# ---- dmem_responder_flat ----
dmem_responder_flat, the metal 2 layer:
Bar = 100 microns.
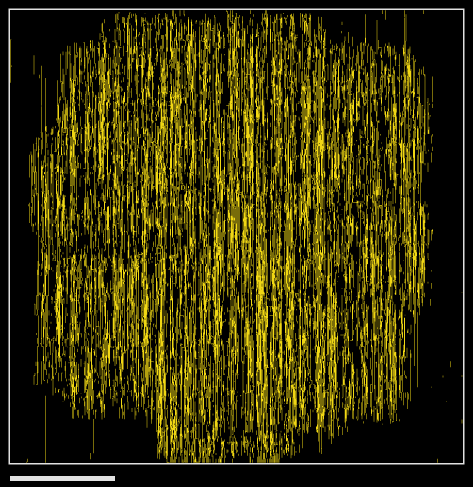

===== src/rtl/dmem_pkg.sv =====
// rtl/dmem_pkg.sv - shared state type, region decode and abort data for the data-memory responder
package dmem_pkg;

  typedef enum logic [1:0] {
    IDLE    = 2'd0,
    IO_WAIT = 2'd1,
    IO_DONE = 2'd2
  } dmem_state_e;

  // Sliced down to the data width by the user; returned on an aborted peripheral read.
  localparam logic [63:0] ABORT_DATA = '1;

  // The top address bit selects the peripheral region.
  function automatic logic io_region(input logic [31:0] addr, input int unsigned aw);
    logic [31:0] sh;
    sh = addr >> (aw - 1);
    return sh[0];
  endfunction

endpackage


===== src/rtl/dmem_responder_if.sv =====
// rtl/dmem_responder_if.sv - CPU data port plus slow peripheral port seen by the responder
interface dmem_responder_if #(
  parameter int width       = 16,
  parameter int daddr_width = 8
);
  logic [daddr_width-1:0] daddr;
  logic                   dwrite;
  logic                   dread;
  logic [width-1:0]       dD;
  logic [width-1:0]       dQ;
  logic                   wait_state;

  logic [daddr_width-2:0] io_addr;
  logic [width-1:0]       io_wdata;
  logic                   io_we;
  logic                   io_re;
  logic                   io_req;
  logic                   io_ack;
  logic [width-1:0]       io_rdata;
  logic                   io_timeout;

  // master: the CPU and the peripheral together; slave: the responder between them
  modport master (
    output daddr, dwrite, dread, dD, io_ack, io_rdata,
    input  dQ, wait_state, io_addr, io_wdata, io_we, io_re, io_req, io_timeout
  );

  modport slave (
    input  daddr, dwrite, dread, dD, io_ack, io_rdata,
    output dQ, wait_state, io_addr, io_wdata, io_we, io_re, io_req, io_timeout
  );
endinterface


===== src/rtl/dmem_ram.sv =====
// rtl/dmem_ram.sv - single-port synchronous RAM, read-before-write, registered read
module dmem_ram #(
  parameter int width = 16,
  parameter int aw    = 7
) (
  input  logic             clk,
  input  logic             we_i,
  input  logic             re_i,
  input  logic [aw-1:0]    addr_i,
  input  logic [width-1:0] wdata_i,
  output logic [width-1:0] rdata_o
);

  logic [width-1:0] mem_q [2**aw];
  logic [width-1:0] rdata_q;

  always_ff @(posedge clk) begin
    if (we_i) begin
      mem_q[addr_i] <= wdata_i;
    end
    if (re_i) begin
      rdata_q <= mem_q[addr_i];
    end
  end

  assign rdata_o = rdata_q;

endmodule


===== src/rtl/dmem_responder.sv =====
// rtl/dmem_responder.sv - CPU data responder: zero-wait RAM in the low half, stalled req/ack peripheral in the high half
// Optional IO-wait abort enabled by defining DMEM_IO_TIMEOUT_EN.
module dmem_responder
  import dmem_pkg::*;
#(
  parameter int width       = 16,
  parameter int daddr_width = 8,
  parameter int TIMEOUT     = 255
) (
  input  logic             clk,
  input  logic             reset,
  dmem_responder_if.slave  bus
);

  localparam int RAM_AW = daddr_width - 1;

  dmem_state_e       state_q, state_d;
  logic              io_req_q, io_req_d;
  logic              io_we_q, io_we_d;
  logic              io_re_q, io_re_d;
  logic [RAM_AW-1:0] io_addr_q, io_addr_d;
  logic [width-1:0]  io_wdata_q, io_wdata_d;
  logic [width-1:0]  io_dq_q, io_dq_d;
  logic              ram_sel_q, ram_sel_d;
  logic              wait_state;

  logic              access;
  logic              io_hit;
  logic              ram_en;
  logic [width-1:0]  ram_rdata;

  assign access = bus.dread | bus.dwrite;
  assign io_hit = io_region(32'(bus.daddr), daddr_width);
  assign ram_en = (state_q == IDLE) && access && !io_hit && !reset;

  dmem_ram #(
    .width (width),
    .aw    (RAM_AW)
  ) u_ram (
    .clk     (clk),
    .we_i    (ram_en & bus.dwrite),
    .re_i    (ram_en & bus.dread),
    .addr_i  (bus.daddr[RAM_AW-1:0]),
    .wdata_i (bus.dD),
    .rdata_o (ram_rdata)
  );

`ifdef DMEM_IO_TIMEOUT_EN
  localparam int CNT_W = $clog2(TIMEOUT + 1);
  logic [CNT_W-1:0] cnt_q, cnt_d;
  logic             tmo_q, tmo_d;
`endif

  always_comb begin
    state_d    = state_q;
    io_req_d   = io_req_q;
    io_we_d    = io_we_q;
    io_re_d    = io_re_q;
    io_addr_d  = io_addr_q;
    io_wdata_d = io_wdata_q;
    io_dq_d    = io_dq_q;
    ram_sel_d  = ram_sel_q;
    wait_state = 1'b0;
`ifdef DMEM_IO_TIMEOUT_EN
    cnt_d      = cnt_q;
    tmo_d      = tmo_q;
`endif
    case (state_q)
      IDLE: begin
        if (access && io_hit) begin
          wait_state = 1'b1;
          io_addr_d  = bus.daddr[RAM_AW-1:0];
          io_wdata_d = bus.dD;
          io_we_d    = bus.dwrite;
          io_re_d    = bus.dread & ~bus.dwrite;
          io_req_d   = 1'b1;
          state_d    = IO_WAIT;
`ifdef DMEM_IO_TIMEOUT_EN
          cnt_d      = '0;
`endif
        end else if (ram_en && bus.dread) begin
          ram_sel_d = 1'b1;
        end
      end
      IO_WAIT: begin
        wait_state = 1'b1;
        if (bus.io_ack) begin
          io_req_d = 1'b0;
          if (io_re_q) begin
            io_dq_d   = bus.io_rdata;
            ram_sel_d = 1'b0;
          end
          state_d = IO_DONE;
`ifdef DMEM_IO_TIMEOUT_EN
        // An ack arriving on the expiry cycle is handled above and takes priority.
        end else if (cnt_q == CNT_W'(TIMEOUT - 1)) begin
          io_req_d = 1'b0;
          if (io_re_q) begin
            io_dq_d   = ABORT_DATA[width-1:0];
            ram_sel_d = 1'b0;
          end
          tmo_d   = 1'b1;
          state_d = IO_DONE;
        end else begin
          cnt_d = cnt_q + CNT_W'(1);
`endif
        end
      end
      IO_DONE: begin
        state_d = IDLE;
      end
      default: begin
        state_d = IDLE;
      end
    endcase
  end

  always_ff @(posedge clk) begin
    if (reset) begin
      state_q    <= IDLE;
      io_req_q   <= 1'b0;
      io_we_q    <= 1'b0;
      io_re_q    <= 1'b0;
      io_addr_q  <= '0;
      io_wdata_q <= '0;
      io_dq_q    <= '0;
      ram_sel_q  <= 1'b0;
    end else begin
      state_q    <= state_d;
      io_req_q   <= io_req_d;
      io_we_q    <= io_we_d;
      io_re_q    <= io_re_d;
      io_addr_q  <= io_addr_d;
      io_wdata_q <= io_wdata_d;
      io_dq_q    <= io_dq_d;
      ram_sel_q  <= ram_sel_d;
    end
  end

`ifdef DMEM_IO_TIMEOUT_EN
  always_ff @(posedge clk) begin
    if (reset) begin
      cnt_q <= '0;
      tmo_q <= 1'b0;
    end else begin
      cnt_q <= cnt_d;
      tmo_q <= tmo_d;
    end
  end

  assign bus.io_timeout = tmo_q;
`else
  assign bus.io_timeout = 1'b0;
`endif

  // dQ is either the RAM read register or the peripheral capture, whichever completed last.
  assign bus.dQ         = ram_sel_q ? ram_rdata : io_dq_q;
  assign bus.wait_state = wait_state;
  assign bus.io_req     = io_req_q;
  assign bus.io_we      = io_we_q;
  assign bus.io_re      = io_re_q;
  assign bus.io_addr    = io_addr_q;
  assign bus.io_wdata   = io_wdata_q;

endmodule


===== src/flat_wrapper.sv =====
// flat-port wrapper written by rule: the top's interface ports become plain ports
module dmem_responder_flat import dmem_pkg::*;
#(
  parameter int width       = 16,
  parameter int daddr_width = 8,
  parameter int TIMEOUT     = 255
)
  (clk, reset, bus_daddr, bus_dwrite, bus_dread, bus_dD, bus_io_ack, bus_io_rdata, bus_dQ, bus_wait_state, bus_io_addr, bus_io_wdata, bus_io_we, bus_io_re, bus_io_req, bus_io_timeout);
  dmem_responder_if #(.width(width), .daddr_width(daddr_width)) bus_i ();
  input  logic clk;
  input  logic reset;
  input wire logic [$bits(bus_i.daddr)-1:0] bus_daddr;
  input wire logic [$bits(bus_i.dwrite)-1:0] bus_dwrite;
  input wire logic [$bits(bus_i.dread)-1:0] bus_dread;
  input wire logic [$bits(bus_i.dD)-1:0] bus_dD;
  input wire logic [$bits(bus_i.io_ack)-1:0] bus_io_ack;
  input wire logic [$bits(bus_i.io_rdata)-1:0] bus_io_rdata;
  output wire logic [$bits(bus_i.dQ)-1:0] bus_dQ;
  output wire logic [$bits(bus_i.wait_state)-1:0] bus_wait_state;
  output wire logic [$bits(bus_i.io_addr)-1:0] bus_io_addr;
  output wire logic [$bits(bus_i.io_wdata)-1:0] bus_io_wdata;
  output wire logic [$bits(bus_i.io_we)-1:0] bus_io_we;
  output wire logic [$bits(bus_i.io_re)-1:0] bus_io_re;
  output wire logic [$bits(bus_i.io_req)-1:0] bus_io_req;
  output wire logic [$bits(bus_i.io_timeout)-1:0] bus_io_timeout;
  assign bus_i.daddr = bus_daddr;
  assign bus_i.dwrite = bus_dwrite;
  assign bus_i.dread = bus_dread;
  assign bus_i.dD = bus_dD;
  assign bus_i.io_ack = bus_io_ack;
  assign bus_i.io_rdata = bus_io_rdata;
  assign bus_dQ = bus_i.dQ;
  assign bus_wait_state = bus_i.wait_state;
  assign bus_io_addr = bus_i.io_addr;
  assign bus_io_wdata = bus_i.io_wdata;
  assign bus_io_we = bus_i.io_we;
  assign bus_io_re = bus_i.io_re;
  assign bus_io_req = bus_i.io_req;
  assign bus_io_timeout = bus_i.io_timeout;
  dmem_responder #(.width(width), .daddr_width(daddr_width), .TIMEOUT(TIMEOUT)) u_core (.clk(clk), .reset(reset), .bus(bus_i));
endmodule

===== config.mk =====
export PLATFORM = sky130hd
export DESIGN_NAME = dmem_responder_flat
export DESIGN_NICKNAME = d
export VERILOG_FILES = /design/src/rtl/dmem_pkg.sv /design/src/rtl/dmem_responder_if.sv /design/src/rtl/dmem_ram.sv /design/src/rtl/dmem_responder.sv /design/src/flat_wrapper.sv
export SDC_FILE = /design/constraint.sdc
export NUM_CORES = 2
export LEC_CHECK = 0
export CAP_MARGIN = 25
export CORE_MARGIN = 1
export CORE_UTILIZATION = 44
export DETAILED_ROUTE_END_ITERATION = 10
export SYNTH_ARGS = -nofsm -noshare
export SYNTH_HDL_FRONTEND = slang
export SYNTH_SLANG_ARGS = --single-unit

===== constraint.sdc =====
create_clock -name clk -period 11.1 [get_ports clk]
set_input_delay 3.33 -clock clk [delete_from_list [all_inputs] [get_ports clk]]
set_output_delay 3.33 -clock clk [all_outputs]
set_load 0.1 [all_outputs]

# ---- shift_exec_seq ----
**src/rtl/shift_exec_seq.sv**
```systemverilog
// Bit-serial shift execution unit: one bit of shift per clock between decode
// and write-back, with a valid/ready handshake on both sides.
module shift_exec_seq #(
  parameter int WIDTH = 32,
  parameter int SHW   = 5
) (
  input  logic             clk,
  input  logic             rst_n,
  input  logic             flush,
  input  logic             in_valid,
  output logic             in_ready,
  input  logic [1:0]       op,
  input  logic             var_sel,
  input  logic [WIDTH-1:0] rt,
  input  logic [WIDTH-1:0] rs,
  input  logic [SHW-1:0]   shamt,
  output logic             out_valid,
  input  logic             out_ready,
  output logic [WIDTH-1:0] rd,
  output logic             busy
);

  typedef enum logic [1:0] {IDLE, SHIFT, DONE} state_t;

  state_t           state, state_nx;
  logic [WIDTH-1:0] data, data_sh;
  logic [1:0]       opr;
  logic [SHW-1:0]   cnt, amt;
  logic             unused_rs;

  // Only the low SHW bits of rs form the amount; the rest wrap away.
  assign amt       = var_sel ? rs[SHW-1:0] : shamt;
  assign unused_rs = ^rs[WIDTH-1:SHW];

  always_comb begin
    data_sh = {data[WIDTH-2:0], 1'b0};
    if (opr == 2'b10)      data_sh = {1'b0, data[WIDTH-1:1]};
    else if (opr == 2'b11) data_sh = {data[WIDTH-1], data[WIDTH-1:1]};
  end

  always_comb begin
    state_nx = state;
    if (flush) begin
      state_nx = IDLE;
    end else begin
      case (state)
        IDLE:    if (in_valid) state_nx = (amt == '0) ? DONE : SHIFT;
        SHIFT:   if (cnt == SHW'(1)) state_nx = DONE;
        DONE:    if (out_ready) state_nx = IDLE;
        default: state_nx = IDLE;
      endcase
    end
  end

  // rd is loaded only on entry to DONE, so it holds the last completed result
  // across IDLE and flushed operations.
  always_ff @(posedge clk) begin
    if (!rst_n) begin
      state <= IDLE;
      data  <= '0;
      opr   <= 2'b00;
      cnt   <= '0;
      rd    <= '0;
    end else begin
      state <= state_nx;
      if (!flush) begin
        case (state)
          IDLE: if (in_valid) begin
            data <= rt;
            opr  <= op;
            cnt  <= amt;
            if (amt == '0) rd <= rt;
          end
          SHIFT: begin
            data <= data_sh;
            cnt  <= cnt - SHW'(1);
            if (cnt == SHW'(1)) rd <= data_sh;
          end
          default: ;
        endcase
      end
    end
  end

  assign in_ready  = (state == IDLE);
  assign out_valid = (state == DONE);
  assign busy      = (state != IDLE);

endmodule

```
**config.mk**
```make
export PLATFORM = sky130hd
export DESIGN_NAME = shift_exec_seq
export DESIGN_NICKNAME = d
export VERILOG_FILES = /design/src/rtl/shift_exec_seq.sv
export SDC_FILE = /design/constraint.sdc
export NUM_CORES = 1
export LEC_CHECK = 0
export CORE_ASPECT_RATIO = 0.9
export CORE_MARGIN = 8
export CORE_UTILIZATION = 41
export CTS_CLUSTER_SIZE = 16
export DETAILED_ROUTE_END_ITERATION = 7
export PLACE_DENSITY = 0.78
export SLEW_MARGIN = 20
export SYNTH_ARGS = -nofsm -noshare
export SYNTH_HDL_FRONTEND = slang
export SYNTH_SLANG_ARGS = --single-unit
```
**constraint.sdc**
```tcl
create_clock -name clk -period 2.2 [get_ports clk]
set_input_delay 0.44 -clock clk [delete_from_list [all_inputs] [get_ports clk]]
set_output_delay 0.44 -clock clk [all_outputs]
set_load 0.005 [all_outputs]
```
# ---- of_stage_flat ----
### src/rtl/of_stage_if.sv
// Operand-fetch stage bus: fetch handshake, decode flags, writeback port and registered operand outputs.
// Latency: none (wires only).
// Backpressure: in_valid/in_ready toward fetch, out_valid/ex_ready toward execute.
interface of_stage_if #(
  parameter int XLEN = 32,
  parameter int AW   = 5
);
  logic            in_valid;
  logic            in_ready;
  logic [31:0]     inst;
  logic [XLEN-1:0] pc;
  logic            is_imm;
  logic            is_st;
  logic            is_ret;
  logic            writes_rd;
  logic            wb_en;
  logic [AW-1:0]   wb_addr;
  logic [XLEN-1:0] wb_data;
  logic            ex_ready;
  logic            flush;
  logic            out_valid;
  logic [XLEN-1:0] op1;
  logic [XLEN-1:0] op2;
  logic [XLEN-1:0] a;
  logic [XLEN-1:0] b;
  logic [XLEN-1:0] immx;
  logic [XLEN-1:0] branch_target;
  logic [AW-1:0]   rd;
  logic [5:0]      opcode;
  logic            stop;
  logic            halted;

  // Environment side: fetch, writeback and execute.
  modport master (
    output in_valid, inst, pc, is_imm, is_st, is_ret, writes_rd,
    output wb_en, wb_addr, wb_data, ex_ready, flush,
    input  in_ready, out_valid, op1, op2, a, b, immx, branch_target,
    input  rd, opcode, stop, halted
  );

  // Stage side.
  modport slave (
    input  in_valid, inst, pc, is_imm, is_st, is_ret, writes_rd,
    input  wb_en, wb_addr, wb_data, ex_ready, flush,
    output in_ready, out_valid, op1, op2, a, b, immx, branch_target,
    output rd, opcode, stop, halted
  );
endinterface

### src/rtl/of_stage.sv
// Operand fetch: register read with writeback bypass, busy-bit scoreboard, immediate/branch target, halt detect.
// Latency: one cycle from accept to out_valid.
// Backpressure: entry holds while ex_ready=0; in_ready drops on hazard, flush, HALT or a stalled entry.
module of_stage #(
  parameter int XLEN     = 32,
  parameter int NREGS    = 32,
  parameter int RA_REG   = NREGS - 1,
  parameter int ZERO_REG = 0
) (
  input  logic      clk,
  input  logic      reset,
  of_stage_if.slave bus
);
  localparam int            AW = $clog2(NREGS);
  localparam logic [AW-1:0] RA = AW'(RA_REG);
  localparam bit            ZR = (ZERO_REG != 0);

  typedef enum logic {RUN, HALT} state_t;

  state_t          state, state_nxt;
  logic [XLEN-1:0] rf [NREGS];
  logic [NREGS-1:0] busy, busy_nxt;

  logic [AW-1:0]   rp1, rp2, rd_f;
  logic [XLEN-1:0] rv1, rv2, immx_f, bt_f;
  logic            busy1, busy2, hazard, accept, halt_inst, setb_f;

  logic            out_valid_q, stop_q, setb_q;
  logic [XLEN-1:0] op1_q, op2_q, b_q, immx_q, bt_q;
  logic [AW-1:0]   rd_q;
  logic [5:0]      opcode_q;

  // Decode register selects, immediate and branch target from the instruction word.
  always_comb begin
    rp1       = bus.is_ret ? RA : bus.inst[16 +: AW];
    rp2       = bus.is_st ? bus.inst[21 +: AW] : bus.inst[11 +: AW];
    rd_f      = bus.inst[21 +: AW];
    immx_f    = {{(XLEN-16){bus.inst[15]}}, bus.inst[15:0]};
    bt_f      = bus.pc + {{(XLEN-27){bus.inst[26]}}, bus.inst[26:0]};
    halt_inst = (bus.inst[31:27] == 5'b11111);
    // Register 0 under ZERO_REG never becomes busy, so it needs no release.
    setb_f    = bus.writes_rd && !(ZR && rd_f == '0);
  end

  // Register read with same-cycle writeback bypass; hardwired zero wins.
  always_comb begin
    rv1 = rf[rp1];
    rv2 = rf[rp2];
    if (bus.wb_en && bus.wb_addr == rp1) rv1 = bus.wb_data;
    if (bus.wb_en && bus.wb_addr == rp2) rv2 = bus.wb_data;
    if (ZR && rp1 == '0) rv1 = '0;
    if (ZR && rp2 == '0) rv2 = '0;
  end

  // Hazard check: a busy bit being released by this cycle's writeback does not stall.
  always_comb begin
    busy1  = busy[rp1] && !(bus.wb_en && bus.wb_addr == rp1);
    busy2  = busy[rp2] && !(bus.wb_en && bus.wb_addr == rp2);
    hazard = busy1 || busy2;
  end

  assign bus.in_ready = (state == RUN) && !hazard && !bus.flush && (!out_valid_q || bus.ex_ready);
  assign accept       = bus.in_valid && bus.in_ready;

  // Scoreboard update: writeback and squash release, accept sets last so set wins.
  always_comb begin
    busy_nxt = busy;
    if (bus.wb_en) busy_nxt[bus.wb_addr] = 1'b0;
    if (bus.flush && out_valid_q && setb_q) busy_nxt[rd_q] = 1'b0;
    if (accept && setb_f) busy_nxt[rd_f] = 1'b1;
    if (ZR) busy_nxt[0] = 1'b0;
  end

  // Busy-bit register.
  always_ff @(posedge clk or posedge reset) begin
    if (reset) busy <= '0;
    else       busy <= busy_nxt;
  end

  // Register file write port; register 0 is read-only under ZERO_REG.
  always_ff @(posedge clk or posedge reset) begin
    if (reset) begin
      for (int i = 0; i < NREGS; i++) rf[i] <= '0;
    end else if (bus.wb_en && !(ZR && bus.wb_addr == '0)) begin
      rf[bus.wb_addr] <= bus.wb_data;
    end
  end

  // State register.
  always_ff @(posedge clk or posedge reset) begin
    if (reset) state <= RUN;
    else       state <= state_nxt;
  end

  // Next state: a halt instruction accepted in RUN parks the stage until reset.
  always_comb begin
    state_nxt = state;
    if (state == RUN && accept && halt_inst) state_nxt = HALT;
  end

  // Output entry: load on accept, drop valid on drain or squash, otherwise hold.
  always_ff @(posedge clk or posedge reset) begin
    if (reset) begin
      out_valid_q <= 1'b0;
      op1_q       <= '0;
      op2_q       <= '0;
      b_q         <= '0;
      immx_q      <= '0;
      bt_q        <= '0;
      rd_q        <= '0;
      opcode_q    <= '0;
      stop_q      <= 1'b0;
      setb_q      <= 1'b0;
    end else if (accept) begin
      out_valid_q <= 1'b1;
      op1_q       <= rv1;
      op2_q       <= rv2;
      b_q         <= bus.is_imm ? immx_f : rv2;
      immx_q      <= immx_f;
      bt_q        <= bt_f;
      rd_q        <= rd_f;
      opcode_q    <= bus.inst[31:26];
      stop_q      <= halt_inst;
      setb_q      <= setb_f;
    end else if (bus.flush || bus.ex_ready) begin
      out_valid_q <= 1'b0;
    end
  end

  assign bus.out_valid     = out_valid_q;
  assign bus.op1           = op1_q;
  assign bus.op2           = op2_q;
  assign bus.a             = op1_q;
  assign bus.b             = b_q;
  assign bus.immx          = immx_q;
  assign bus.branch_target = bt_q;
  assign bus.rd            = rd_q;
  assign bus.opcode        = opcode_q;
  assign bus.stop          = stop_q;
  assign bus.halted        = (state == HALT);
endmodule
### src/flat_wrapper.sv
// flat-port wrapper written by rule: the top's interface ports become plain ports
module of_stage_flat 
#(
  parameter int XLEN     = 32,
  parameter int NREGS    = 32,
  parameter int RA_REG   = NREGS - 1,
  parameter int ZERO_REG = 0
)
  (clk, reset, bus_in_valid, bus_inst, bus_pc, bus_is_imm, bus_is_st, bus_is_ret, bus_writes_rd, bus_wb_en, bus_wb_addr, bus_wb_data, bus_ex_ready, bus_flush, bus_in_ready, bus_out_valid, bus_op1, bus_op2, bus_a, bus_b, bus_immx, bus_branch_target, bus_rd, bus_opcode, bus_stop, bus_halted);
  of_stage_if #(.XLEN(XLEN)) bus_i ();
  input  logic clk;
  input  logic reset;
  input wire logic [$bits(bus_i.in_valid)-1:0] bus_in_valid;
  input wire logic [$bits(bus_i.inst)-1:0] bus_inst;
  input wire logic [$bits(bus_i.pc)-1:0] bus_pc;
  input wire logic [$bits(bus_i.is_imm)-1:0] bus_is_imm;
  input wire logic [$bits(bus_i.is_st)-1:0] bus_is_st;
  input wire logic [$bits(bus_i.is_ret)-1:0] bus_is_ret;
  input wire logic [$bits(bus_i.writes_rd)-1:0] bus_writes_rd;
  input wire logic [$bits(bus_i.wb_en)-1:0] bus_wb_en;
  input wire logic [$bits(bus_i.wb_addr)-1:0] bus_wb_addr;
  input wire logic [$bits(bus_i.wb_data)-1:0] bus_wb_data;
  input wire logic [$bits(bus_i.ex_ready)-1:0] bus_ex_ready;
  input wire logic [$bits(bus_i.flush)-1:0] bus_flush;
  output wire logic [$bits(bus_i.in_ready)-1:0] bus_in_ready;
  output wire logic [$bits(bus_i.out_valid)-1:0] bus_out_valid;
  output wire logic [$bits(bus_i.op1)-1:0] bus_op1;
  output wire logic [$bits(bus_i.op2)-1:0] bus_op2;
  output wire logic [$bits(bus_i.a)-1:0] bus_a;
  output wire logic [$bits(bus_i.b)-1:0] bus_b;
  output wire logic [$bits(bus_i.immx)-1:0] bus_immx;
  output wire logic [$bits(bus_i.branch_target)-1:0] bus_branch_target;
  output wire logic [$bits(bus_i.rd)-1:0] bus_rd;
  output wire logic [$bits(bus_i.opcode)-1:0] bus_opcode;
  output wire logic [$bits(bus_i.stop)-1:0] bus_stop;
  output wire logic [$bits(bus_i.halted)-1:0] bus_halted;
  assign bus_i.in_valid = bus_in_valid;
  assign bus_i.inst = bus_inst;
  assign bus_i.pc = bus_pc;
  assign bus_i.is_imm = bus_is_imm;
  assign bus_i.is_st = bus_is_st;
  assign bus_i.is_ret = bus_is_ret;
  assign bus_i.writes_rd = bus_writes_rd;
  assign bus_i.wb_en = bus_wb_en;
  assign bus_i.wb_addr = bus_wb_addr;
  assign bus_i.wb_data = bus_wb_data;
  assign bus_i.ex_ready = bus_ex_ready;
  assign bus_i.flush = bus_flush;
  assign bus_in_ready = bus_i.in_ready;
  assign bus_out_valid = bus_i.out_valid;
  assign bus_op1 = bus_i.op1;
  assign bus_op2 = bus_i.op2;
  assign bus_a = bus_i.a;
  assign bus_b = bus_i.b;
  assign bus_immx = bus_i.immx;
  assign bus_branch_target = bus_i.branch_target;
  assign bus_rd = bus_i.rd;
  assign bus_opcode = bus_i.opcode;
  assign bus_stop = bus_i.stop;
  assign bus_halted = bus_i.halted;
  of_stage #(.XLEN(XLEN), .NREGS(NREGS), .RA_REG(RA_REG), .ZERO_REG(ZERO_REG)) u_core (.clk(clk), .reset(reset), .bus(bus_i));
endmodule
### config.mk
export PLATFORM = sky130hd
export DESIGN_NAME = of_stage_flat
export DESIGN_NICKNAME = d
export VERILOG_FILES = /design/src/rtl/of_stage_if.sv /design/src/rtl/of_stage.sv /design/src/flat_wrapper.sv
export SDC_FILE = /design/constraint.sdc
export NUM_CORES = 2
export LEC_CHECK = 0
export CORE_UTILIZATION = 35
export CTS_CLUSTER_SIZE = 12
export DETAILED_ROUTE_END_ITERATION = 8
export SLEW_MARGIN = 20
export SYNTH_ARGS = -nofsm -noshare
export SYNTH_HDL_FRONTEND = slang
export SYNTH_SLANG_ARGS = --single-unit
### constraint.sdc
create_clock -name clk -period 74.7 [get_ports clk]
set_input_delay 11.205 -clock clk [delete_from_list [all_inputs] [get_ports clk]]
set_output_delay 11.205 -clock clk [all_outputs]
set_load 0.02 [all_outputs]
# ---- rank_pifo_sorter_flat ----
===== src/rtl/rank_pifo_sorter_if.sv =====
// rtl/rank_pifo_sorter_if.sv - upstream rank pipe and scheduler dequeue signals of the PIFO sorter
interface rank_pifo_sorter_if #(
  parameter int RANK_WIDTH = 16,
  parameter int META_WIDTH = 16,
  parameter int L2_DEPTH   = 3
);
  logic                  rank_valid;
  logic [RANK_WIDTH-1:0] rank_in;
  logic [META_WIDTH-1:0] meta_in;
  logic                  rank_remove;
  logic                  deq_req;
  logic                  deq_valid;
  logic [RANK_WIDTH-1:0] deq_rank;
  logic [META_WIDTH-1:0] deq_meta;
  logic [L2_DEPTH:0]     count;
  logic                  full;
  logic                  underflow;

  modport master (
    output rank_valid, rank_in, meta_in, deq_req,
    input  rank_remove, deq_valid, deq_rank, deq_meta, count, full, underflow
  );

  modport slave (
    input  rank_valid, rank_in, meta_in, deq_req,
    output rank_remove, deq_valid, deq_rank, deq_meta, count, full, underflow
  );
endinterface


===== src/rtl/rank_pifo_sorter.sv =====
// rtl/rank_pifo_sorter.sv - sorted register array pulling ranks from a fall-through source, smallest-first dequeue
module rank_pifo_sorter #(
  parameter int RANK_WIDTH = 16,
  parameter int META_WIDTH = 16,
  parameter int DEPTH      = 8,
  parameter int L2_DEPTH   = 3
) (
  input  logic clk,
  input  logic rst,
  rank_pifo_sorter_if.slave sif
);
  localparam int CW = L2_DEPTH + 1;

  logic [RANK_WIDTH-1:0] rank_q   [DEPTH];
  logic [META_WIDTH-1:0] meta_q   [DEPTH];
  logic [RANK_WIDTH-1:0] sh_rank  [DEPTH];
  logic [META_WIDTH-1:0] sh_meta  [DEPTH];
  logic [RANK_WIDTH-1:0] nxt_rank [DEPTH];
  logic [META_WIDTH-1:0] nxt_meta [DEPTH];
  logic [CW-1:0]         count_q;
  logic [CW-1:0]         cnt_after;
  logic [CW-1:0]         count_nxt;
  logic [CW-1:0]         p;
  logic                  underflow_q;
  logic                  full;
  logic                  acc;
  logic                  fire;

  assign full = (count_q == CW'(DEPTH));
  assign acc  = sif.rank_valid & ~full & ~rst;
  assign fire = sif.deq_req & (count_q != '0);

  always_comb begin
    // Head removal happens first so the new entry is placed among the survivors.
    for (int i = 0; i < DEPTH - 1; i++) begin
      sh_rank[i] = fire ? rank_q[i+1] : rank_q[i];
      sh_meta[i] = fire ? meta_q[i+1] : meta_q[i];
    end
    sh_rank[DEPTH-1] = fire ? '0 : rank_q[DEPTH-1];
    sh_meta[DEPTH-1] = fire ? '0 : meta_q[DEPTH-1];
    cnt_after = count_q - CW'(fire);

    // Counting <= places the newcomer behind equal ranks, giving FIFO tie order.
    p = '0;
    for (int i = 0; i < DEPTH; i++) begin
      if ((CW'(i) < cnt_after) && (sh_rank[i] <= sif.rank_in)) begin
        p = p + CW'(1);
      end
    end

    nxt_rank = sh_rank;
    nxt_meta = sh_meta;
    if (acc) begin
      if (p == '0) begin
        nxt_rank[0] = sif.rank_in;
        nxt_meta[0] = sif.meta_in;
      end
      for (int i = 1; i < DEPTH; i++) begin
        if (CW'(i) == p) begin
          nxt_rank[i] = sif.rank_in;
          nxt_meta[i] = sif.meta_in;
        end else if (CW'(i) > p) begin
          nxt_rank[i] = sh_rank[i-1];
          nxt_meta[i] = sh_meta[i-1];
        end
      end
    end
    count_nxt = cnt_after + CW'(acc);
  end

  always_ff @(posedge clk or posedge rst) begin
    if (rst) begin
      for (int i = 0; i < DEPTH; i++) begin
        rank_q[i] <= '0;
        meta_q[i] <= '0;
      end
      count_q     <= '0;
      underflow_q <= 1'b0;
    end else begin
      rank_q  <= nxt_rank;
      meta_q  <= nxt_meta;
      count_q <= count_nxt;
      if (sif.deq_req && (count_q == '0)) begin
        underflow_q <= 1'b1;
      end
    end
  end

  assign sif.rank_remove = acc;
  assign sif.deq_valid   = (count_q != '0);
  assign sif.deq_rank    = rank_q[0];
  assign sif.deq_meta    = meta_q[0];
  assign sif.count       = count_q;
  assign sif.full        = full;
  assign sif.underflow   = underflow_q;
endmodule


===== src/flat_wrapper.sv =====
// flat-port wrapper written by rule: the top's interface ports become plain ports
module rank_pifo_sorter_flat 
#(
  parameter int RANK_WIDTH = 16,
  parameter int META_WIDTH = 16,
  parameter int DEPTH      = 8,
  parameter int L2_DEPTH   = 3
)
  (clk, rst, sif_rank_valid, sif_rank_in, sif_meta_in, sif_deq_req, sif_rank_remove, sif_deq_valid, sif_deq_rank, sif_deq_meta, sif_count, sif_full, sif_underflow);
  rank_pifo_sorter_if #(.RANK_WIDTH(RANK_WIDTH), .META_WIDTH(META_WIDTH), .L2_DEPTH(L2_DEPTH)) sif_i ();
  input  logic clk;
  input  logic rst;
  input wire logic [$bits(sif_i.rank_valid)-1:0] sif_rank_valid;
  input wire logic [$bits(sif_i.rank_in)-1:0] sif_rank_in;
  input wire logic [$bits(sif_i.meta_in)-1:0] sif_meta_in;
  input wire logic [$bits(sif_i.deq_req)-1:0] sif_deq_req;
  output wire logic [$bits(sif_i.rank_remove)-1:0] sif_rank_remove;
  output wire logic [$bits(sif_i.deq_valid)-1:0] sif_deq_valid;
  output wire logic [$bits(sif_i.deq_rank)-1:0] sif_deq_rank;
  output wire logic [$bits(sif_i.deq_meta)-1:0] sif_deq_meta;
  output wire logic [$bits(sif_i.count)-1:0] sif_count;
  output wire logic [$bits(sif_i.full)-1:0] sif_full;
  output wire logic [$bits(sif_i.underflow)-1:0] sif_underflow;
  assign sif_i.rank_valid = sif_rank_valid;
  assign sif_i.rank_in = sif_rank_in;
  assign sif_i.meta_in = sif_meta_in;
  assign sif_i.deq_req = sif_deq_req;
  assign sif_rank_remove = sif_i.rank_remove;
  assign sif_deq_valid = sif_i.deq_valid;
  assign sif_deq_rank = sif_i.deq_rank;
  assign sif_deq_meta = sif_i.deq_meta;
  assign sif_count = sif_i.count;
  assign sif_full = sif_i.full;
  assign sif_underflow = sif_i.underflow;
  rank_pifo_sorter #(.RANK_WIDTH(RANK_WIDTH), .META_WIDTH(META_WIDTH), .DEPTH(DEPTH), .L2_DEPTH(L2_DEPTH)) u_core (.clk(clk), .rst(rst), .sif(sif_i));
endmodule

===== config.mk =====
export PLATFORM = sky130hd
export DESIGN_NAME = rank_pifo_sorter_flat
export DESIGN_NICKNAME = d
export VERILOG_FILES = /design/src/rtl/rank_pifo_sorter_if.sv /design/src/rtl/rank_pifo_sorter.sv /design/src/flat_wrapper.sv
export SDC_FILE = /design/constraint.sdc
export NUM_CORES = 1
export LEC_CHECK = 0
export CAP_MARGIN = 5
export CORE_AREA = 2 2 228 230
export CTS_BUF_LIST = sky130_fd_sc_hd__clkbuf_4 sky130_fd_sc_hd__clkbuf_8 sky130_fd_sc_hd__clkbuf_16
export DETAILED_ROUTE_END_ITERATION = 6
export DIE_AREA = 0 0 230 232
export PLACE_DENSITY = 0.52
export SLEW_MARGIN = 20
export SYNTH_ARGS = -nofsm -noshare
export SYNTH_HDL_FRONTEND = slang
export SYNTH_SLANG_ARGS = --single-unit

===== constraint.sdc =====
create_clock -name clk -period 10.4 [get_ports clk]
set_clock_uncertainty 0.15 [all_clocks]
set_input_delay 1.04 -clock clk [delete_from_list [all_inputs] [get_ports clk]]
set_output_delay 1.04 -clock clk [all_outputs]
set_load 0.03 [all_outputs]


==> notes/layouts.md <==
Pictures saved along the way, in no particular order.

Sequential cells colored by netlist name.
Plate I
Bar = 100 microns. Other sequential cells in the stronger gray, the rest of the logic in the fainter gray.
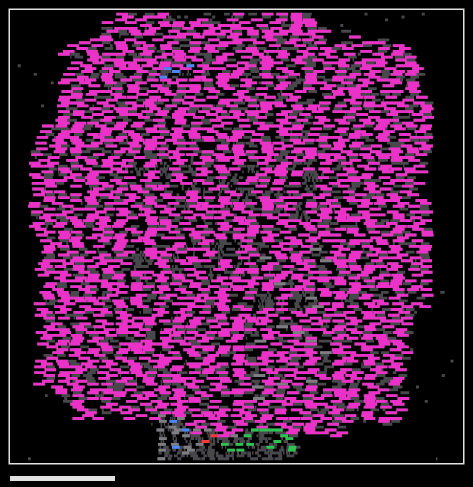
Plate II
Bar = 50 microns. Other sequential cells in the stronger gray, the rest of the logic in the fainter gray.
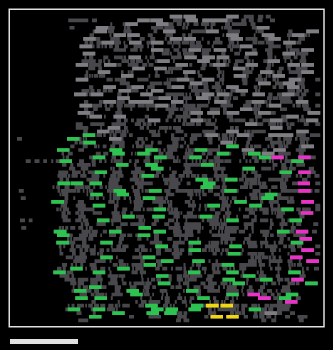
Plate III
Bar = 20 microns. Other sequential cells in the stronger gray, the rest of the logic in the fainter gray.
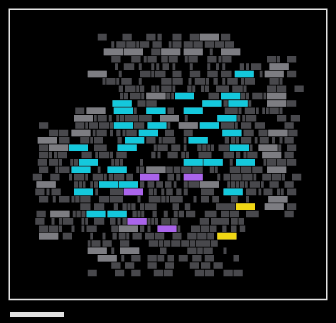
Plate IV
Bar = 100 microns. Other sequential cells in the stronger gray, the rest of the logic in the fainter gray.
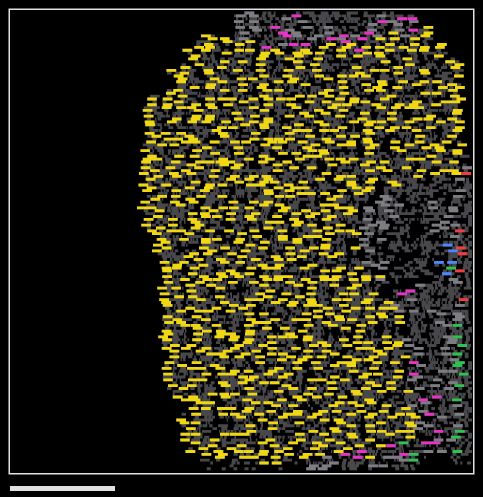
- fewest sequential cells: Plate III
- smallest die: Plate III
of_stage_flat -> Plate IV
rank_pifo_sorter_flat -> Plate II
shift_exec_seq -> Plate III
dmem_responder_flat -> Plate I

rank_pifo_sorter_flat, metal 3:
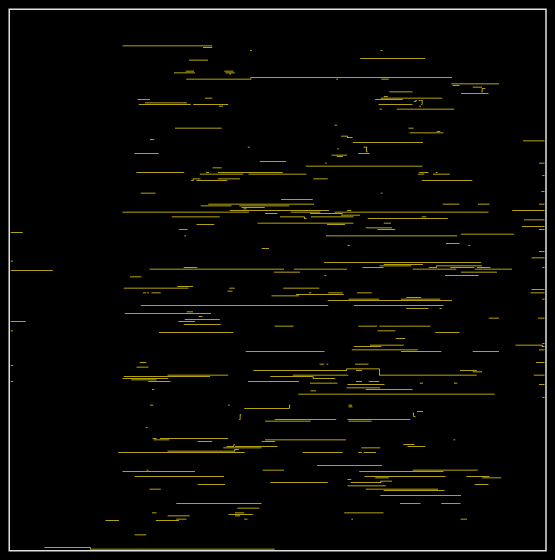
nets with wire on the layer: 199
wire length on this layer: 3810 microns
share of all routed wire: 6.0%
main direction: horizontal
longest straight run: 86.3 microns
GR Util met3: 2.98%
final WL: 63300 microns
total via count after detailed routing: 16400

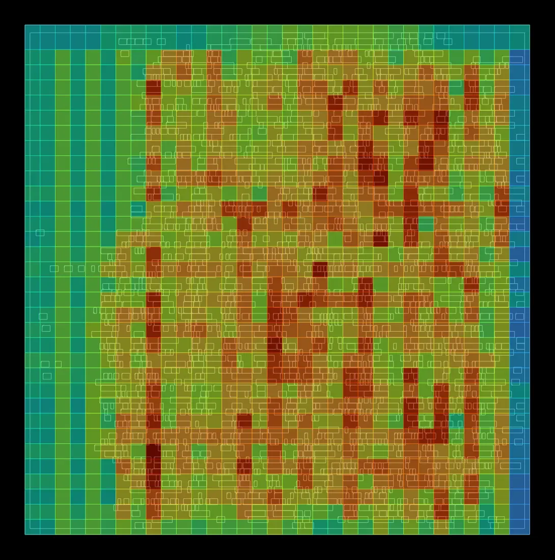
rank_pifo_sorter_flat: routing congestion map
average wire per standard cell: 22.7 microns
final core area utilization: 41.2%
Global Route met2 Usage: 35.3%
Global Route met1 Usage: 35.2%

==> flow_summary.toml, rank_pifo_sorter_flat <==
# physical design summary
[worst_setup_path]
regToRegStartpoint = "u_core.sif.count[1]"
critical_path.slowest_cell = "sky130_fd_sc_hd__or4_1"
arrival_ns = 9.86

[placed_design]
portBuffers = 75

[yosys]
topCombFamilyByArea = "AND-OR/OR-AND gates"
syn_nets = 2280
seq_area_frac_synth_pct = 35.1

[flow_run]
maxCapViolCount = 0

[clock_tree]
cts_repair_resize_count = 0
clk_pin_slew_ns = 0.06

[outcome]
run_status = "complete, no violations"

[global_route]
global_route_wire_length_before_repair_microns = 98600

[hold_path]
timing.hold.worst_endpoint = "u_core.sif.underflow"

[route]
viasPerCell = 5.90
==> rank_pifo_sorter_flat: routing by layer <==
metal,track usage (%),vias up
li1,-,7654
met1,35.2,8169
met2,35.3,536
met3,2.98,75
met4,5.73,0
met5,0,-
==> rank_pifo_sorter_flat: worst max-delay path: cells and delay by family (launching register included) <==
kind            cells  cell delay (ns)
simple gates       12             2.57
compound gates     14             2.26
fa+ha+maj           7             1.91
mux                 3             0.85
buf+inv             4             0.61
xor+xnor            2             0.58
flops               1             0.44
==> rank_pifo_sorter_flat: metrics by stage <==
stage / cells / utilization [%] / area [sq um]
floorplan: 2105 / - / 18600
global placement: 2731 / 39.2 / 19900
detailed placement: 2731 / 39.2 / 19900
CTS: 2784 / 41.2 / 21000
global route: 2784 / 41.2 / 21000
finish: 2784 / 41.2 / 21000
==> rank_pifo_sorter_flat: layout make-up <==
cell class,instances,area [sq um],area share (%)
Inverter,101,394,1.88
Tap cell,680,851,4.06
Timing Repair Buffer,138,1300,6.19
Sequential cell,261,6530,31.1
Clock buffer,50,975,4.65
Clock inverter,3,55.1,0.263
Multi-Input combinational cell,1551,10900,51.8
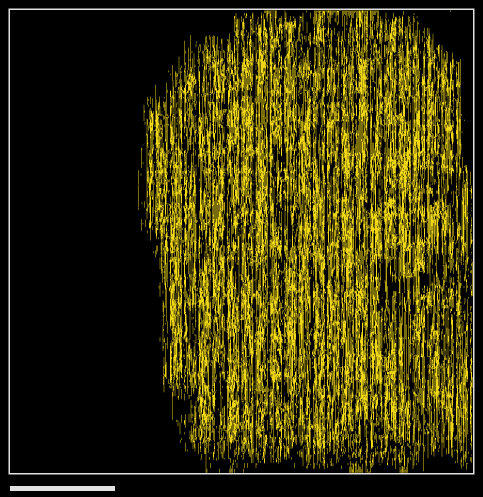
of_stage_flat: the metal 2 layer
Bar = 100 microns.
share of all routed wire: 46%
longest straight run: 161 microns
main direction: vertical

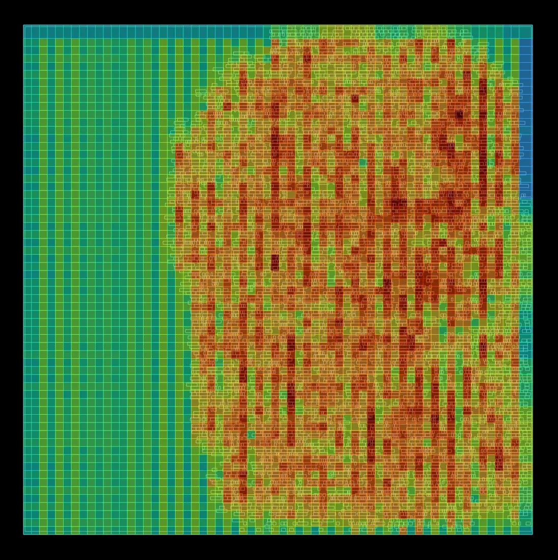
of_stage_flat: routing congestion map
final core area utilization: 40.0%
Global Route met2 Usage: 37.5%
GR Util met3: 4.44%

==> flow_summary.toml, of_stage_flat <==
# physical design summary
[worst_setup_path]
worstPathRequired_ns = 63.49
cpLargestDelayFamily = "buffers and inverters"
critical_path.slowest_cell = "sky130_fd_sc_hd__clkdlybuf4s50_1"
timing_worst_setup_path_type = "input pin to output port"

[layout]
clock_area_share_pct = 5.53
area_share_nonclk_buffers_pct = 5.55

[route]
final_wl_microns = 233000
viasPerCell = 5.99

[yosys]
seq_area_frac_synth_pct = 45.4
synth-area-yosys_sq_um = 67000
ys_async_sr_fraction_pct = 100

[floorplan]
fp.dieH_microns = 439
floorplan.die_area_sq_um = 193000
n_tap_cell = 2511

[placed_design]
gpl.final_weighted_congestion = 0.881
dp_hpwl_microns = 133000

[hold_path]
holdPathStages = 2
timing.hold.worst_endpoint = "u_core.bus.op2[7]"
holdCritStartpoint = "u_core.bus.op2[7]"

[global_route]
total_grt_overflow = 0

[final_timing]
finClkSkew_ns = 0.0294
layout_min_cycle_time_ns = 26.87
timing.hold.ws_ns = 0.474
timing.final.hold_violations = 0

[clock_tree]
post_cts_setup_driven_buffer_insertion_count = 0
cts_hold_repair.buffers = 0
clkLatencyLatePin_ns = 0.80

[outcome]
run_status = "complete, no violations"
[of_stage_flat: stage by stage]
| step | cell area [sq um] | setup slack (ns) | std cells | util [%] |
|---|---|---|---|---|
| after floorplan | 67000 | 29.26 | 6304 | - |
| after global placement | 71800 | 47.78 | 8616 | 37.8 |
| after detailed placement | 71800 | 47.78 | 8616 | 37.8 |
| after CTS | 76000 | 47.77 | 8840 | 40.0 |
| after global routing | 76000 | 47.42 | 8840 | 40.0 |
| final | 76000 | 47.83 | 8846 | 40.0 |
[of_stage_flat: metal layers]
layer / vias to the layer above / track usage [%] / share of wire [%]
li1: 22500 / - / -
met1: 27300 / 32.3 / 42
met2: 2707 / 37.5 / 46
met3: 440 / 4.44 / 8.6
met4: 0 / 8.42 / 3.7
met5: - / 0 / 0
[of_stage_flat: cell families after synthesis]
logic type / synth area share, %
flops: 45.4
compound gates: 8.06
fa+ha+maj: 0.609
xor+xnor: 0.458
mux: 27.0
buf+inv: 4.25
simple gates: 14.2
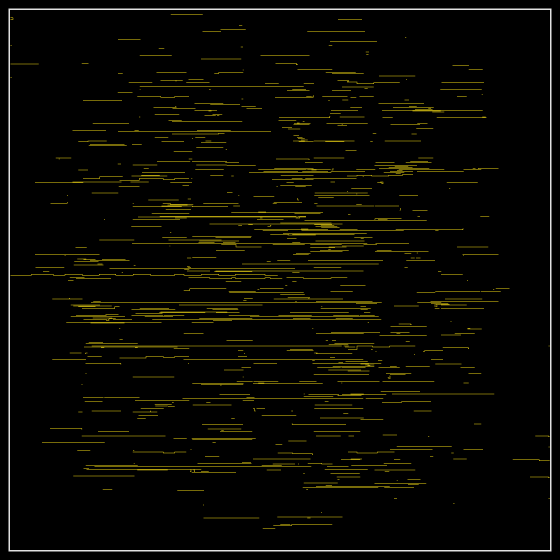
dmem_responder_flat: metal 3
nets with wire on the layer: 317
main direction: horizontal
share of all routed wire: 7.4%
longest straight run: 231 microns
wire length on this layer: 14400 microns
total via count after detailed routing: 36100
GR Util met3: 4.50%
final WL: 195000 microns

## Picture notes: 'the metal 2 layer' of dmem_responder_flat
wire length on this layer: 96.1 mm
share of all routed wire: 49%
main direction: vertical
Global Route met2 Usage: 34.0%

==> flow_summary.toml, dmem_responder_flat <==
# physical design summary
[route]
drtAntennaViolNets = 0

[floorplan]
core_region_area_sq_um = 181000
floorplan.die_area_sq_um = 185000

[clock_tree]
post_cts_setup_driven_buffer_insertion_count = 0

[global_route]
total_grt_overflow = 0

[layout]
final_cell_mix = "sky130_fd_sc_hd__edfxtp_1, sky130_fd_sc_hd__mux4_2, sky130_fd_sc_hd__clkbuf_16, sky130_fd_sc_hd__buf_4, sky130_fd_sc_hd__nor2_1"
largest_class = "sequential cells"
area_growth_syn_to_layout_pct = 14.0

[worst_setup_path]
setup.worst_path.end_class = "output port"
timing_worst_setup_path_type = "input pin to output port"
worst-r2r-setup-slack_ns = 7.40

[yosys]
enable_flop_cells = 2064
synthDistinctLibCells = 28

[outcome]
run_status = "complete, no violations"

[placed_design]
placed_cell_area_sq_um = 85000
## dmem_responder_flat: per-layer routing
| layer | share of wire [%] | track usage, % |
|---|---|---|
| met2 | 49 | 34.0 |
| met1 | 41 | 29.8 |
| met5 | 0.021 | 0 |
| met3 | 7.4 | 4.50 |
| met4 | 2.0 | 5.32 |
## dmem_responder_flat: cell families after synthesis
family | count (synthesis) | share of synthesized area (%)
multiplexers | 705 | 19.3
AND/OR/NAND/NOR | 258 | 1.27
AND-OR/OR-AND | 45 | 0.288
flip-flops | 2109 | 78.2
buffers and inverters | 181 | 0.978
other | 1 | 0.00466
## dmem_responder_flat: how the worst max path moves through the flow
stage	end	startpoint	cells after the start
floorplan	bus_wait_state	bus_dwrite	2
global placement	bus_wait_state	bus_dwrite	4
detailed placement	bus_wait_state	bus_dwrite	4
CTS	bus_wait_state	bus_dwrite	4
global route	bus_wait_state	bus_dwrite	4
finish	bus_wait_state	bus_dwrite	4
## dmem_responder_flat: registers in the layout, indices dropped and copies added, names as in the netlist, 2 cells and up
signal / flops
u_core.state_q: 2
u_core.bus.io_addr: 7
u_core.u_ram.rdata_o: 16
u_core.io_dq_q: 16
u_core.u_ram.mem_q: 2048
u_core.bus.io_wdata: 16
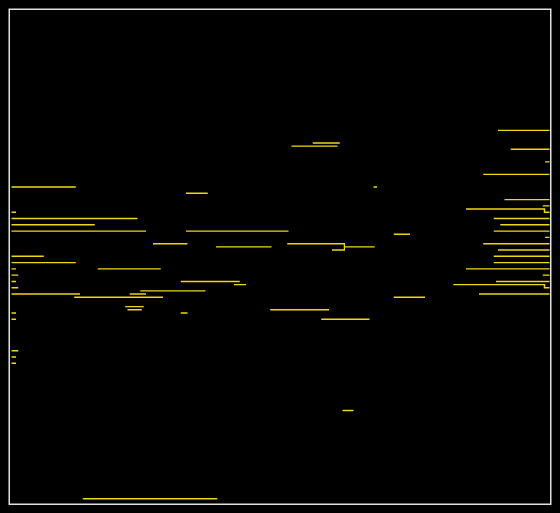
shift_exec_seq: metal 3
wire length on this layer: 559 microns
nets with wire on the layer: 52
share of all routed wire: 5.9%
main direction: horizontal
longest straight run: 28.8 microns

==> flow_summary.toml, shift_exec_seq <==
# physical design summary
[clock_tree]
cts_repair_resize_count = 1
cts-root-to-sink-buffers = 2
cts_hold_repair.buffers = 0

[worst_setup_path]
cpLargestDelayFamily = "buffers and inverters"

[global_route]
groute.layer.met3.usage_pct = 3.60
global_route_met1_usage_pct = 19.6
track_usage_pct = 15.5

[route]
route.layer.met1.wl_microns = 4320
met2RoutedLength_microns = 4460

[floorplan]
floorplan.die_area_sq_um = 12400
fp.dieH_microns = 107

[yosys]
synthesis.yosys.warnings = 0
ys_async_sr_fraction_pct = 0
yosysCellCount = 428
synth_xor_xnor_area_share_pct = 0

[layout]
area.combinational_sq_um = 2120
reg.largest.list = "data x32, rd x32, cnt x5"
signal_buffers = 102

[outcome]
run_status = "complete, no violations"

[placed_design]
dp_cells = 619

[power]
shift_exec_seq: final timing paths:
check	start	to	slack, ns	cells after the start
max	state[1]	in_ready	0.07	3
max reg2reg	cnt[1]	rd[6]	0.17	7
min	rd[19]	rd[19]	0.46	2
min reg2reg	rd[19]	rd[19]	0.46	2
shift_exec_seq: cells in the final DEF (no fill, tap or decap), drive strengths merged, types with 4 or more instances in the layout:
cell type	count
o21ai	6
nor3	4
buf	19
nor3b	4
nand3	4
a21oi	37
nor2	9
clkbuf	12
mux2i	38
nand2	129
mux2	60
inv	4
dfxtp	73
clkinv	4
clkdlybuf4s50	83
shift_exec_seq: cells by family after synthesis:
| family | count (synthesis) |
|---|---|
| compound gates | 57 |
| flops | 73 |
| fa+ha+maj | 2 |
| mux | 98 |
| simple gates | 161 |
| buf+inv | 37 |

